######## tictactoe_move_ctrl ########
**tictactoe_move_ctrl: I/O nets highlighted**

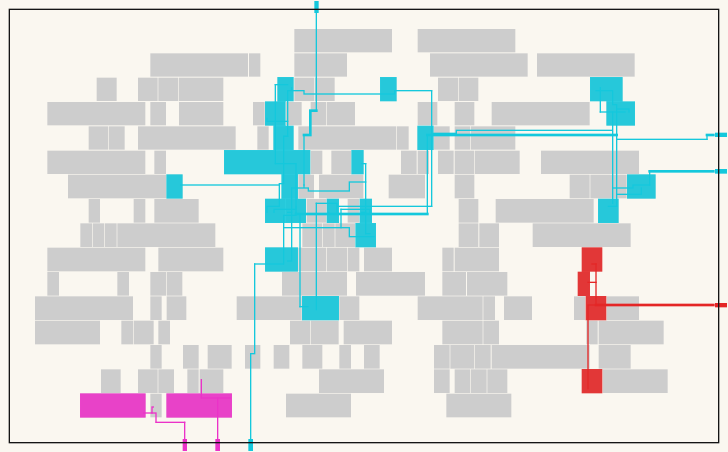

===== config.mk =====
export PLATFORM = sky130hd
export DESIGN_NAME = tictactoe_move_ctrl
export DESIGN_NICKNAME = d
export VERILOG_FILES = /design/src/rtl/tictactoe_pkg.sv /design/src/rtl/tictactoe_move_ctrl.sv
export SDC_FILE = /design/constraint.sdc
export NUM_CORES = 1
export LEC_CHECK = 0
export CORE_ASPECT_RATIO = 0.6
export CORE_UTILIZATION = 44
export CTS_CLUSTER_SIZE = 24
export DETAILED_ROUTE_END_ITERATION = 7
export DONT_BUFFER_PORTS = 1
export PLACE_DENSITY_LB_ADDON = 0.15
export SETUP_SLACK_MARGIN = 0.05
export SYNTH_ARGS = -nofsm -noshare
export SYNTH_HDL_FRONTEND = slang
export SYNTH_SLANG_ARGS = --single-unit

===== constraint.sdc =====
create_clock -name clk -period 5.4 [get_ports clk]
set_input_delay 0.81 -clock clk [delete_from_list [all_inputs] [get_ports clk]]
set_output_delay 0.81 -clock clk [all_outputs]
set_load 0.005 [all_outputs]

===== src/rtl/tictactoe_pkg.sv =====
// Shared types and constants for the tic-tac-toe move controller and its checker.
// Cell codes match the win checker's encoding: 00 empty, 01 player A, 10 player B.
package tictactoe_pkg;

    typedef logic [1:0] cell_t;

    localparam cell_t CELL_EMPTY = 2'b00;
    localparam cell_t CELL_A     = 2'b01;
    localparam cell_t CELL_B     = 2'b10;

    typedef enum logic [1:0] {
        PLAY  = 2'b00,
        CHECK = 2'b01,
        OVER  = 2'b10
    } ctrl_state_t;

    localparam int         NUM_CELLS = 9;
    localparam logic [3:0] MAX_POS   = 4'd8;
    localparam logic [3:0] MAX_MOVES = 4'd9;

    function automatic cell_t player_code(input logic player);
        if (player) begin
            return CELL_B;
        end else begin
            return CELL_A;
        end
    endfunction

endpackage


===== src/rtl/tictactoe_move_ctrl.sv =====
// Game controller upstream of the combinational win checker: validates moves,
// owns the registered board, alternates turns and ends the game on win or draw.
import tictactoe_pkg::*;

module tictactoe_move_ctrl #(
    parameter bit FIRST_PLAYER = 1'b0
) (
    input  logic       clk,
    input  logic       rst,
    input  logic       new_game,
    input  logic       move_valid,
    input  logic [3:0] move_pos,
    input  logic       wina,
    input  logic       winb,
    output logic [0:1] s1,
    output logic [0:1] s2,
    output logic [0:1] s3,
    output logic [0:1] s4,
    output logic [0:1] s5,
    output logic [0:1] s6,
    output logic [0:1] s7,
    output logic [0:1] s8,
    output logic [0:1] s9,
    output logic       move_ready,
    output logic       move_err,
    output logic       turn,
    output logic       game_over,
    output logic [1:0] winner,
    output logic       draw,
    output logic [3:0] move_count
);

    ctrl_state_t state_r;
    ctrl_state_t state_next_s;
    cell_t       board_r [NUM_CELLS];
    logic        pos_ok_s;
    logic        cell_free_s;
    logic        accept_s;
    logic        reject_s;

    assign s1 = board_r[0];
    assign s2 = board_r[1];
    assign s3 = board_r[2];
    assign s4 = board_r[3];
    assign s5 = board_r[4];
    assign s6 = board_r[5];
    assign s7 = board_r[6];
    assign s8 = board_r[7];
    assign s9 = board_r[8];

    // Move validation: only PLAY accepts; OVER rejects everything; CHECK ignores input.
    always_comb begin
        pos_ok_s    = (move_pos <= MAX_POS);
        cell_free_s = 1'b0;
        accept_s    = 1'b0;
        reject_s    = 1'b0;
        if (pos_ok_s) begin
            cell_free_s = (board_r[move_pos] == CELL_EMPTY);
        end else begin
            cell_free_s = 1'b0;
        end
        case (state_r)
            PLAY: begin
                accept_s = move_valid && cell_free_s;
                reject_s = move_valid && !cell_free_s;
            end
            OVER: begin
                reject_s = move_valid;
            end
            default: begin
                accept_s = 1'b0;
                reject_s = 1'b0;
            end
        endcase
    end

    // State register; rst and new_game both return to PLAY.
    always_ff @(posedge clk) begin
        if (rst || new_game) begin
            state_r <= PLAY;
        end else begin
            state_r <= state_next_s;
        end
    end

    // Next-state logic; CHECK always resolves in a single cycle.
    always_comb begin
        state_next_s = state_r;
        case (state_r)
            PLAY: begin
                if (accept_s) begin
                    state_next_s = CHECK;
                end else begin
                    state_next_s = PLAY;
                end
            end
            CHECK: begin
                if (wina || winb || (move_count == MAX_MOVES)) begin
                    state_next_s = OVER;
                end else begin
                    state_next_s = PLAY;
                end
            end
            OVER: begin
                state_next_s = OVER;
            end
            default: begin
                state_next_s = PLAY;
            end
        endcase
    end

    // Handshake decode: the source may present a move only in PLAY.
    always_comb begin
        move_ready = 1'b0;
        if (state_r == PLAY) begin
            move_ready = 1'b1;
        end else begin
            move_ready = 1'b0;
        end
    end

    // Board, turn and result registers; a move coinciding with new_game is dropped.
    always_ff @(posedge clk) begin
        if (rst || new_game) begin
            for (int i = 0; i < NUM_CELLS; i++) begin
                board_r[i] <= CELL_EMPTY;
            end
            turn       <= FIRST_PLAYER;
            move_count <= 4'd0;
            winner     <= CELL_EMPTY;
            draw       <= 1'b0;
            move_err   <= 1'b0;
            game_over  <= 1'b0;
        end else begin
            move_err  <= reject_s;
            game_over <= (state_next_s == OVER);
            if (accept_s) begin
                board_r[move_pos] <= player_code(turn);
                if (move_count != MAX_MOVES) begin
                    move_count <= move_count + 4'd1;
                end
            end
            // A wins by priority if both lines are reported.
            if (state_r == CHECK) begin
                if (wina) begin
                    winner <= CELL_A;
                end else if (winb) begin
                    winner <= CELL_B;
                end else if (move_count == MAX_MOVES) begin
                    winner <= CELL_EMPTY;
                    draw   <= 1'b1;
                end else begin
                    turn <= ~turn;
                end
            end
        end
    end

endmodule

######## param_trap_filter ########
File: config.mk
export PLATFORM = sky130hd
export DESIGN_NAME = param_trap_filter
export DESIGN_NICKNAME = d
export VERILOG_FILES = /design/src/rtl/package_settings.sv /design/src/rtl/trap_filter_pkg.sv /design/src/rtl/sample_delay_line.sv /design/src/rtl/param_trap_filter.sv
export SDC_FILE = /design/constraint.sdc
export NUM_CORES = 2
export LEC_CHECK = 0
export CAP_MARGIN = 25
export CORE_ASPECT_RATIO = 0.6
export CORE_MARGIN = 5
export CORE_UTILIZATION = 40
export CTS_BUF_LIST = sky130_fd_sc_hd__clkbuf_16
export CTS_CLUSTER_DIAMETER = 150
export DETAILED_ROUTE_END_ITERATION = 8
export GPL_ROUTABILITY_DRIVEN = 0
export GPL_TIMING_DRIVEN = 0
export PLACE_DENSITY = 0.63
export SLEW_MARGIN = 20
export SYNTH_ARGS = -nofsm -noshare
export SYNTH_HDL_FRONTEND = slang
export SYNTH_SLANG_ARGS = --single-unit
File: constraint.sdc
create_clock -name clk -period 18.19 [get_ports clk]
set_input_delay 5.457 -clock clk [delete_from_list [all_inputs] [get_ports clk]]
set_output_delay 5.457 -clock clk [all_outputs]
set_load 0.03 [all_outputs]
File: src/rtl/package_settings.sv
// Global sizes shared by the ADC front end and the filter chain.
// Holds no logic; other packages and modules take their default widths
// from here so a board-level width change is made in one place.
package package_settings;

    localparam int ADC_WIDTH   = 12;   // ADC sample width (unsigned)
    localparam int ACC_WIDTH   = 32;   // filter accumulator width (signed)
    localparam int OUT_WIDTH   = 16;   // filtered output width (signed)
    localparam int DELAY_DEPTH = 32;   // longest K / L the delay line supports

endpackage

File: src/rtl/trap_filter_pkg.sv
// Types, constants and helpers for the trapezoidal pulse shaper.
//   trap_state_t : FILL while the delay line/accumulators warm up, RUN after
//   acc_t        : signed accumulator at the default accumulator width
//   PIPE_LATENCY : clocks from an accepted sample to its out_valid
//   sat()        : clamp a signed value to a signed field of a given width
package trap_filter_pkg;

    import package_settings::*;

    typedef enum logic {FILL, RUN} trap_state_t;

    typedef logic signed [ACC_WIDTH-1:0] acc_t;

    localparam int PIPE_LATENCY = 5;

    // The value is widened to 64 bits so one function serves any
    // accumulator/output width pair up to 64 bits. 'clipped' reports
    // whether clamping took place.
    function automatic logic signed [63:0] sat(
        input  logic signed [63:0] value,
        input  int                 width,
        output logic               clipped
    );
        logic signed [63:0] hi;
        logic signed [63:0] lo;
        logic signed [63:0] result;
        hi      = (64'sd1 <<< (width - 1)) - 64'sd1;
        lo      = -(64'sd1 <<< (width - 1));
        clipped = 1'b0;
        result  = value;
        if (value > hi) begin
            result  = hi;
            clipped = 1'b1;
        end else if (value < lo) begin
            result  = lo;
            clipped = 1'b1;
        end
        return result;
    endfunction

endpackage

File: src/rtl/sample_delay_line.sv
// Sample history for the shaper.
// Conceptually MAX_DEPTH+1 entries x(n)..x(n-DEPTH): entry 0 is the live
// input (fixed tap 0) and entries 1..DEPTH are registers holding the
// previously shifted-in samples, so runtime taps K, L and L+1 read the
// history as it stands before the current sample is written.
// Ports:
//   clk, reset   clock, asynchronous active-low reset
//   shift_en     push din into the line
//   clr          synchronous clear of all stored samples
//   din          new sample
//   k, l         runtime tap selects (tap l+1 derived internally)
//   tap_0/k/l/l1 x(n), x(n-k), x(n-l), x(n-l-1)
module sample_delay_line #(
    parameter int DATA_W = 12,
    parameter int DEPTH  = 32,
    parameter int IDX_W  = $clog2(DEPTH + 1)
) (
    input  logic              clk,
    input  logic              reset,
    input  logic              shift_en,
    input  logic              clr,
    input  logic [DATA_W-1:0] din,
    input  logic [IDX_W-1:0]  k,
    input  logic [IDX_W-1:0]  l,
    output logic [DATA_W-1:0] tap_0,
    output logic [DATA_W-1:0] tap_k,
    output logic [DATA_W-1:0] tap_l,
    output logic [DATA_W-1:0] tap_l1
);

    logic [DATA_W-1:0] mem_reg [DEPTH];
    logic [DATA_W-1:0] tap_vec [DEPTH+1];
    logic [IDX_W-1:0]  l_plus1;

    assign tap_vec[0] = din;

    generate
        for (genvar gi = 0; gi < DEPTH; gi++) begin : g_stage
            assign tap_vec[gi+1] = mem_reg[gi];

            always_ff @(posedge clk or negedge reset) begin
                if (!reset) begin
                    mem_reg[gi] <= '0;
                end else if (clr) begin
                    mem_reg[gi] <= '0;
                end else if (shift_en) begin
                    mem_reg[gi] <= tap_vec[gi];
                end
            end
        end
    endgenerate

    assign l_plus1 = l + IDX_W'(1);

    assign tap_0  = tap_vec[0];
    assign tap_k  = tap_vec[k];
    assign tap_l  = tap_vec[l];
    assign tap_l1 = tap_vec[l_plus1];

endmodule

File: src/rtl/param_trap_filter.sv
// Runtime-configurable trapezoidal pulse shaper for a valid-qualified ADC
// stream. Five-stage pipeline:
//   S1 tap read, d_k and d_1(n-L) | S2 p | S3 q and M1*p | S4 s |
//   S5 shift + saturate.
// Every stage moves only with its valid bit, so input gaps freeze the
// datapath and latency stays exactly PIPE_LATENCY clocks.
// Ports:
//   clk, reset          clock, asynchronous active-low reset
//   input_data/in_valid unsigned ADC sample and its qualifier
//   cfg_*/cfg_load      new K, L, M1, M2, shift, latched on the strobe
//   cfg_err             one-clock pulse when a load is rejected
//   output_data         saturated signed result, qualified by out_valid
//   ovf                 output was clamped, qualified by out_valid
//   busy                filter is warming up (state FILL)
module param_trap_filter
    import package_settings::*, trap_filter_pkg::*;
#(
    parameter int DATA_W    = ADC_WIDTH,
    parameter int ACC_W     = ACC_WIDTH,
    parameter int OUT_W     = OUT_WIDTH,
    parameter int MAX_DEPTH = DELAY_DEPTH,
    parameter int DEF_K     = 8,
    parameter int DEF_L     = 4,
    parameter int DEF_M1    = 4,
    parameter int DEF_M2    = 1,
    parameter int DEF_SHIFT = 4
) (
    input  logic                               clk,
    input  logic                               reset,
    input  logic [DATA_W-1:0]                  input_data,
    input  logic                               in_valid,
    input  logic [$clog2(MAX_DEPTH+1)-1:0]     cfg_k,
    input  logic [$clog2(MAX_DEPTH)-1:0]       cfg_l,
    input  logic [7:0]                         cfg_m1,
    input  logic [7:0]                         cfg_m2,
    input  logic [4:0]                         cfg_shift,
    input  logic                               cfg_load,
    output logic                               cfg_err,
    output logic signed [OUT_W-1:0]            output_data,
    output logic                               out_valid,
    output logic                               ovf,
    output logic                               busy
);

    localparam int K_W   = $clog2(MAX_DEPTH + 1);
    localparam int L_W   = $clog2(MAX_DEPTH);
    localparam int CNT_W = K_W + 1;   // holds K+L up to 2*MAX_DEPTH-1

    // Active configuration and control
    trap_state_t      state_reg;
    logic [K_W-1:0]   k_reg;
    logic [L_W-1:0]   l_reg;
    logic [7:0]       m1_reg;
    logic [7:0]       m2_reg;
    logic [4:0]       shift_reg;
    logic [CNT_W-1:0] fill_cnt_reg;
    logic             cfg_err_reg;

    logic cfg_ok;
    logic accept;
    logic reload;

    // A load always takes priority over a sample in the same clock, even
    // when the load itself is rejected.
    assign cfg_ok = (cfg_k != '0)
                 && (int'(cfg_k) <= MAX_DEPTH)
                 && (int'(cfg_l) <= MAX_DEPTH - 1)
                 && (int'(cfg_shift) <= ACC_W - 1);
    assign accept = in_valid & ~cfg_load;
    assign reload = cfg_load & cfg_ok;

    always_ff @(posedge clk or negedge reset) begin
        if (!reset) begin
            state_reg    <= FILL;
            k_reg        <= K_W'(DEF_K);
            l_reg        <= L_W'(DEF_L);
            m1_reg       <= 8'(DEF_M1);
            m2_reg       <= 8'(DEF_M2);
            shift_reg    <= 5'(DEF_SHIFT);
            fill_cnt_reg <= '0;
            cfg_err_reg  <= 1'b0;
        end else begin
            cfg_err_reg <= cfg_load & ~cfg_ok;
            if (reload) begin
                k_reg        <= cfg_k;
                l_reg        <= cfg_l;
                m1_reg       <= cfg_m1;
                m2_reg       <= cfg_m2;
                shift_reg    <= cfg_shift;
                fill_cnt_reg <= '0;
                state_reg    <= FILL;
            end else if (accept && state_reg == FILL) begin
                // Samples 0..K+L are accepted in FILL; the one after the
                // sample with index K+L is the first accepted in RUN.
                if (fill_cnt_reg == CNT_W'(k_reg) + CNT_W'(l_reg)) begin
                    state_reg <= RUN;
                end else begin
                    fill_cnt_reg <= fill_cnt_reg + CNT_W'(1);
                end
            end
        end
    end

    // Delay line
    logic [DATA_W-1:0] tap_0, tap_k, tap_l, tap_l1;

    sample_delay_line #(
        .DATA_W (DATA_W),
        .DEPTH  (MAX_DEPTH),
        .IDX_W  (K_W)
    ) u_delay (
        .clk      (clk),
        .reset    (reset),
        .shift_en (accept),
        .clr      (reload),
        .din      (input_data),
        .k        (k_reg),
        .l        (K_W'(l_reg)),
        .tap_0    (tap_0),
        .tap_k    (tap_k),
        .tap_l    (tap_l),
        .tap_l1   (tap_l1)
    );

    // Samples are unsigned; zero-extend before signed arithmetic.
    logic signed [ACC_W-1:0] x_0, x_k, x_l, x_l1;
    logic signed [ACC_W-1:0] k_s, m1_s, m2_s;

    assign x_0  = $signed(ACC_W'(tap_0));
    assign x_k  = $signed(ACC_W'(tap_k));
    assign x_l  = $signed(ACC_W'(tap_l));
    assign x_l1 = $signed(ACC_W'(tap_l1));
    assign k_s  = $signed(ACC_W'(k_reg));
    assign m1_s = $signed(ACC_W'(m1_reg));
    assign m2_s = $signed(ACC_W'(m2_reg));

    // Pipeline state; vld_reg[i]/tag_reg[i] qualify the output of stage i+1.
    logic [PIPE_LATENCY-1:0] vld_reg;
    logic [PIPE_LATENCY-1:0] tag_reg;
    logic signed [ACC_W-1:0] dk_reg, d1_reg, p_reg, q_reg, m1p_reg, s_reg;
    logic signed [OUT_W-1:0] output_data_reg;
    logic                    ovf_reg;

    logic signed [ACC_W-1:0] s_shifted;
    logic signed [OUT_W-1:0] sat_data;
    logic                    sat_ovf;

    assign s_shifted = s_reg >>> shift_reg;

    always_comb begin
        sat_ovf  = 1'b0;
        sat_data = OUT_W'(sat(64'(s_shifted), OUT_W, sat_ovf));
    end

    always_ff @(posedge clk or negedge reset) begin
        if (!reset) begin
            vld_reg         <= '0;
            tag_reg         <= '0;
            dk_reg          <= '0;
            d1_reg          <= '0;
            p_reg           <= '0;
            q_reg           <= '0;
            m1p_reg         <= '0;
            s_reg           <= '0;
            output_data_reg <= '0;
            ovf_reg         <= 1'b0;
        end else if (reload) begin
            // In-flight samples are discarded along with the old state.
            vld_reg <= '0;
            tag_reg <= '0;
            dk_reg  <= '0;
            d1_reg  <= '0;
            p_reg   <= '0;
            q_reg   <= '0;
            m1p_reg <= '0;
            s_reg   <= '0;
        end else begin
            vld_reg <= {vld_reg[PIPE_LATENCY-2:0], accept};
            tag_reg <= {tag_reg[PIPE_LATENCY-2:0], state_reg == RUN};
            if (accept) begin
                dk_reg <= x_0 - x_k;
                d1_reg <= x_l - x_l1;
            end
            if (vld_reg[0]) begin
                p_reg <= p_reg + dk_reg - k_s * d1_reg;
            end
            if (vld_reg[1]) begin
                q_reg   <= q_reg + m2_s * p_reg;
                m1p_reg <= m1_s * p_reg;
            end
            if (vld_reg[2]) begin
                s_reg <= s_reg + q_reg + m1p_reg;
            end
            if (vld_reg[3]) begin
                output_data_reg <= sat_data;
                ovf_reg         <= sat_ovf;
            end
        end
    end

    assign output_data = output_data_reg;
    assign ovf         = ovf_reg;
    assign out_valid   = vld_reg[PIPE_LATENCY-1] & tag_reg[PIPE_LATENCY-1];
    assign busy        = (state_reg == FILL);
    assign cfg_err     = cfg_err_reg;

endmodule
######## spi_controller_avalon_host ########
File: src/rtl/spi_controller_avalon_host.sv
// spi_controller_avalon_host: single-outstanding command/response to Avalon-MM master bridge.
// Optional waitrequest timeout abort enabled by defining SPI_AVALON_HOST_TIMEOUT_EN.
module spi_controller_avalon_host #(
  parameter int DATA_WIDTH     = 64,
  parameter int ADDR_WIDTH     = 1,
  parameter int TIMEOUT_CYCLES = 255
) (
  input  logic                  clock,
  input  logic                  reset,
  input  logic                  io_Cmd_valid,
  output logic                  io_Cmd_ready,
  input  logic                  io_Cmd_write,
  input  logic [ADDR_WIDTH-1:0] io_Cmd_address,
  input  logic [DATA_WIDTH-1:0] io_Cmd_data,
  output logic                  io_Rsp_valid,
  input  logic                  io_Rsp_ready,
  output logic [DATA_WIDTH-1:0] io_Rsp_data,
  output logic                  io_Rsp_error,
  output logic [ADDR_WIDTH-1:0] io_Avalon_address,
  output logic                  io_Avalon_read,
  output logic                  io_Avalon_write,
  output logic [DATA_WIDTH-1:0] io_Avalon_writedata,
  input  logic [DATA_WIDTH-1:0] io_Avalon_readdata,
  input  logic                  io_Avalon_waitrequest
);
  typedef enum logic [1:0] {IDLE, READ, WRITE, RESP} state_t;
  state_t state_q, state_d;
  logic cmd_ready_q, cmd_ready_d, rsp_valid_q, rsp_valid_d, rsp_error_q, rsp_error_d;
  logic rd_q, rd_d, wr_q, wr_d, busy, done, tmo;
  logic [DATA_WIDTH-1:0] rsp_data_q, rsp_data_d, wdata_q, wdata_d;
  logic [ADDR_WIDTH-1:0] addr_q, addr_d;
  assign busy = state_q == READ || state_q == WRITE;
  assign done = busy && !io_Avalon_waitrequest;
`ifdef SPI_AVALON_HOST_TIMEOUT_EN
  localparam int CW = $clog2(TIMEOUT_CYCLES + 1);
  logic [CW-1:0] cnt_q, cnt_d;
  // Counts stalled strobe cycles; abort fires on the stall that reaches the limit
  assign cnt_d = busy ? cnt_q + CW'(io_Avalon_waitrequest) : '0;
  assign tmo = busy && io_Avalon_waitrequest && cnt_q == CW'(TIMEOUT_CYCLES - 1);
  always_ff @(posedge clock)
    cnt_q <= !reset ? '0 : cnt_d;
`else
  assign tmo = TIMEOUT_CYCLES < 0;
`endif
  always_comb begin
    state_d     = state_q;
    rsp_valid_d = rsp_valid_q;
    rsp_error_d = rsp_error_q;
    rsp_data_d  = rsp_data_q;
    rd_d        = rd_q;
    wr_d        = wr_q;
    addr_d      = addr_q;
    wdata_d     = wdata_q;
    case (state_q)
      IDLE: if (io_Cmd_valid && cmd_ready_q) begin
        state_d = io_Cmd_write ? WRITE : READ;
        rd_d    = !io_Cmd_write;
        wr_d    = io_Cmd_write;
        addr_d  = io_Cmd_address;
        wdata_d = io_Cmd_data;
      end
      READ, WRITE: if (done || tmo) begin
        state_d     = RESP;
        rd_d        = 1'b0;
        wr_d        = 1'b0;
        rsp_valid_d = 1'b1;
        rsp_error_d = !done;
        rsp_data_d  = (done && state_q == READ) ? io_Avalon_readdata : '0;
      end
      RESP: if (io_Rsp_ready) begin
        state_d     = IDLE;
        rsp_valid_d = 1'b0;
      end
      default: state_d = IDLE;
    endcase
    cmd_ready_d = state_d == IDLE;
  end
  always_ff @(posedge clock) begin
    if (!reset) begin
      state_q     <= IDLE;
      cmd_ready_q <= 1'b0;
      rsp_valid_q <= 1'b0;
      rsp_error_q <= 1'b0;
      rsp_data_q  <= '0;
      rd_q        <= 1'b0;
      wr_q        <= 1'b0;
      addr_q      <= '0;
      wdata_q     <= '0;
    end else begin
      state_q     <= state_d;
      cmd_ready_q <= cmd_ready_d;
      rsp_valid_q <= rsp_valid_d;
      rsp_error_q <= rsp_error_d;
      rsp_data_q  <= rsp_data_d;
      rd_q        <= rd_d;
      wr_q        <= wr_d;
      addr_q      <= addr_d;
      wdata_q     <= wdata_d;
    end
  end
  assign io_Cmd_ready        = cmd_ready_q;
  assign io_Rsp_valid        = rsp_valid_q;
  assign io_Rsp_data         = rsp_data_q;
  assign io_Rsp_error        = rsp_error_q;
  assign io_Avalon_address   = addr_q;
  assign io_Avalon_read      = rd_q;
  assign io_Avalon_write     = wr_q;
  assign io_Avalon_writedata = wdata_q;
endmodule

File: config.mk
export PLATFORM = sky130hd
export DESIGN_NAME = spi_controller_avalon_host
export DESIGN_NICKNAME = d
export VERILOG_FILES = /design/src/rtl/spi_controller_avalon_host.sv
export SDC_FILE = /design/constraint.sdc
export NUM_CORES = 1
export LEC_CHECK = 0
export CORE_UTILIZATION = 42
export CTS_CLUSTER_SIZE = 8
export DETAILED_ROUTE_END_ITERATION = 12
export PLACE_DENSITY = 0.86
export SLEW_MARGIN = 0
export SYNTH_ARGS = -nofsm -noshare
export SYNTH_HDL_FRONTEND = slang
export SYNTH_SLANG_ARGS = --single-unit
File: constraint.sdc
create_clock -name clock -period 4.75 [get_ports clock]
set_input_delay 0.475 -clock clock [delete_from_list [all_inputs] [get_ports clock]]
set_output_delay 0.475 -clock clock [all_outputs]
set_load 0.02 [all_outputs]
**param_trap_filter: I/O nets highlighted**

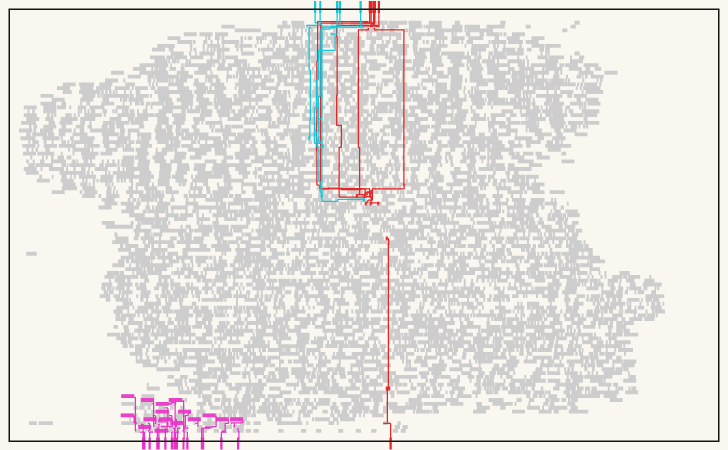
| colour | port | bits | direction | edge | end cells | wire |
|---|---|---|---|---|---|---|
| magenta | `output_data` | 16 | output | south | 16 | 396 um |
| cyan | `cfg_l` | 5 | input | north | 5 | 675 um |
| red | `cfg_k` | 6 | input | 5 north, 1 south | 9 | 1120 um |

**param_trap_filter: routing congestion map**

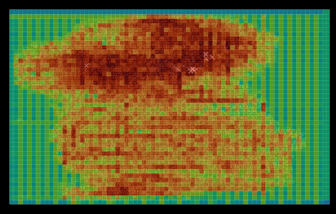
Global Route met2 Usage: 31.1%
routing usage on met1: 43.1%

==> flow_summary.ini, param_trap_filter <==
; generated from flow reports
[outcome]
violated_checks = design-rule violations
outcome = finished, violations left

[pwr]
p_comb_w = 0.00977
pwr-share-comb_pct = 74.7
p_leak_nw = 28.4
power_in_sequential_cells_w = 0.00184
power.density_nw_per_um2 = 206
vdd_drop_max_mv = 0.370
pwr-share-clk_pct = 11.3

[grt]
use_met3_pct = 19.5

[critical_path]
setup.worst_path.start_class = input port
path_class = in2reg
cp_data_required_time_ns = 18.72
cpMostUsedCell = clkbuf_1
worst_setup_path_startpoint = cfg_k[2]
worst-endpoint-arrival_ns = 10.65

[place]
detailed_place_hpwl_um = 177000
setup_slack_after_placement_ns = 7.61
placed_cell_area_sq_um = 61000

[floorplan]
fp-row-count = 107
chipArea_sq_um = 152000

[final_timing]
timing.setup.tns_ns = 0
final.min_clock_period_ns = 10.12
final_critical_path_setup_slack_ns = 8.07
finalHoldWorstSlack_ns = 0.453

[min_path]
min_delay_path_depth = 1

[synthesis]
ys_cells = 6121
post_synth_inst_count = 6121
enable_flop_cells = 0
synthDistinctLibCells = 91
ys_seq_share_pct = 26.3
synth_compound_gate_area_share_pct = 10.7
synth_async_sr_flop_share_pct = 100
yosys_area_sq_um = 57700

[drt]
route.layer.met1.wl_um = 95300
drc = 132

[cells_and_area]
largest_register_ffs = 384
comb_cells = 4482
num_antenna_cells = 17
comb_share_pct = 60.7
logic_area_sq_um = 38500
flops = 606

[run]
max-cap-violations = 0
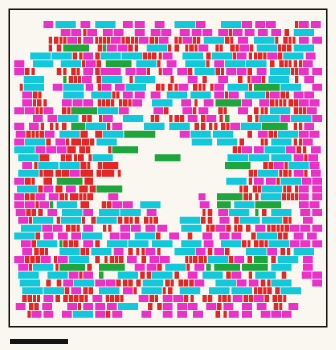
**Above:** spi_controller_avalon_host (placed cells, one colour a class).
The bar under the picture is 20 um long.
| colour | class | cells | share of their area |
|---|---|---|---|
| magenta | remaining buffers and delay cells | 271 | 34% |
| cyan | registers | 136 | 34% |
| green | clock drivers and dummy loads | 29 | 6.7% |
| red | remaining logic cells | 426 | 25% |

==> flow_summary.ini, spi_controller_avalon_host <==
; generated from flow reports
[pwr]
p_comb_w = 0.00107
pwr-share-clk_pct = 32.9
power.density_nw_per_um2 = 446

[synthesis]
netlist.top_cell.by_instances = nand2_1
synthSimpleGateAreaFrac_pct = 23.8
ys_seq_share_pct = 55.8
ranking_of_synthesized_cells_by_instance_count = nand2_1 (198), dfxtp_1 (136), a21oi_1 (131), nand3_1 (65), clkbuf_1 (23)
yosysWarnings = 0
ys_sh_xor_pct = 0

[drt]
drt-wirelength-per-cell_um = 16.0

[floorplan]
placeableCoreArea_sq_um = 11100
fp-row-count = 38
die_height_um = 110
tap_cells = 140

[cells_and_area]
non_clock_buffer_count = 271
final_cell_count_no_fill = 1002
regArea_sq_um = 2720

[final_timing]
hold_viol = 0
timing.setup.tns_ns = 0
slew_violations = 0

[critical_path]
path_class = reg2reg
path_cells = inv_1, ha_1, and2b_2, nor2_1, a221oi_1
timing.critical_path.slowest_cell_delay_ns = 1.02

[place]
setup_slack_after_placement_ns = 1.88
port_buffers = 268
placed_cell_area_sq_um = 7560

[clock_tree]
numClockSinks = 136

[grt]
use_met3_pct = 7.94
use_met2_pct = 45.9
grt_overflow_total = 0

[outcome]
outcome = finished, final reports clean

[run]
tool_warnings = 28
**tictactoe_move_ctrl: cell sizes after repair**

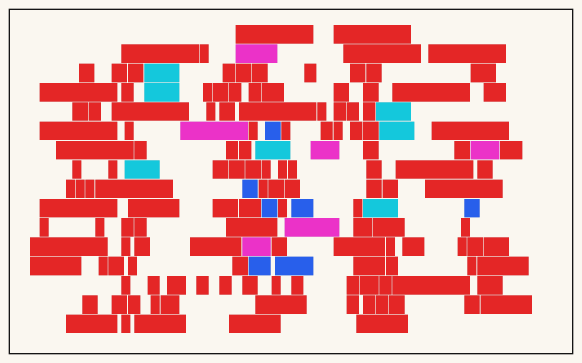
| colour | size | cells |
|---|---|---|
| red | x1 and smaller | 138 |
| cyan | x6 and larger | 7 |
| magenta | x3 and x4 | 6 |
| blue | x2 | 7 |

## Picture notes: 'I/O nets highlighted' of tictactoe_move_ctrl
| colour | port | bits | direction | edge | end cells | wire |
|---|---|---|---|---|---|---|
| red | `new_game` | 1 | input | east | 4 | 29.4 um |
| cyan | `move_pos` | 4 | input | 2 east, 1 north, 1 south | 20 | 342 um |
| magenta | `winner` | 2 | output | south | 2 | 18.2 um |
IO buf count: 0
I/O pins: 39

==> flow_summary.ini, tictactoe_move_ctrl <==
; generated from flow reports
[outcome]
outcome = finished, final reports clean

[drt]
top_layer_used = met4
wl_met2_um = 1450

[synthesis]
synth.top_cell.area_share_pct = 34.4
yosys.area_share.adder_pct = 1.59
yosysWarnings = 0
post_synth_main_logic_family = simple AND/OR/NAND/NOR gates
ranking_of_synthesized_cells_by_instance_count = edfxtp_1 (18), nor2_1 (16), nor4_1 (15), o21ai_0 (13), dfxtp_1 (12)
ys_sh_xor_pct = 0

[pwr]
power_switching_share_pct = 23.5
p_comb_w = 0.0000442
power_report.internal_total_w = 0.000380
power.density_nw_per_um2 = 293

[cells_and_area]
sh_seq_area_pct = 46.1
most-common-layout-cells = edfxtp_1 (18), nor2_1 (16), nor4_1 (15)
logic_area_sq_um = 743
regArea_sq_um = 781
finalNetCount = 169
signal_buffer_area_fraction_pct = 0

[critical_path]
worst_path_max_delay_cell = nor2_1
worst_setup_path_startpoint = new_game
end_kind = flop

[grt]
grt_max_degree = 14

[clock_tree]
post_cts_resized = 0
tritoncts = built

[run]
max-cap-violations = 0

[floorplan]
die_w_um = 79.2

[final_timing]
timing.fmax_mhz = 421

==> layout pictures side by side <==
Wire density map.
picture 1
The bar under the picture is 20 um long. 22 x 22 tiles, from dark purple (low) to yellow (high), scaled to the fullest tile. Values are wire area over tile area, all layers added.
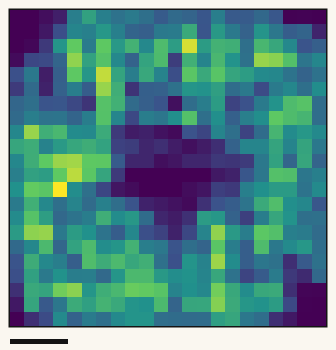
picture 2
The bar under the picture is 20 um long. 16 x 10 tiles, from dark purple (low) to yellow (high), scaled to the fullest tile. Values are wire area over tile area, all layers added.
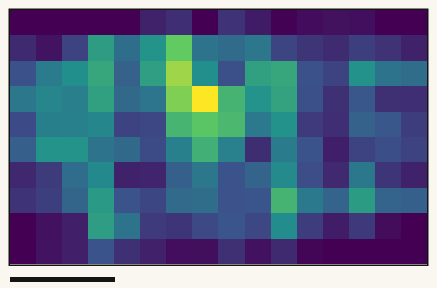
picture 3
The bar under the picture is 200 um long. 25 x 15 tiles, from dark purple (low) to yellow (high), scaled to the fullest tile. Values are wire area over tile area, all layers added.
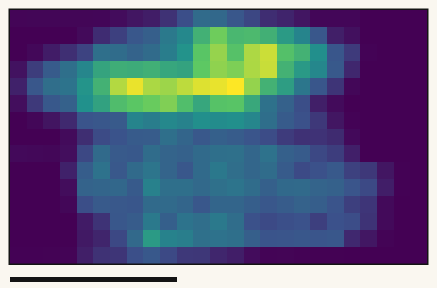
- smallest die: picture 2
- largest die: picture 3
picture 3 -> param_trap_filter
picture 2 -> tictactoe_move_ctrl
picture 1 -> spi_controller_avalon_host

Key to picture 2:
fullest tile: 0.57
mean over tiles: 0.16
tiles over half the peak: 16%


No activity file was given, so power comes from the tool's default toggle rates.
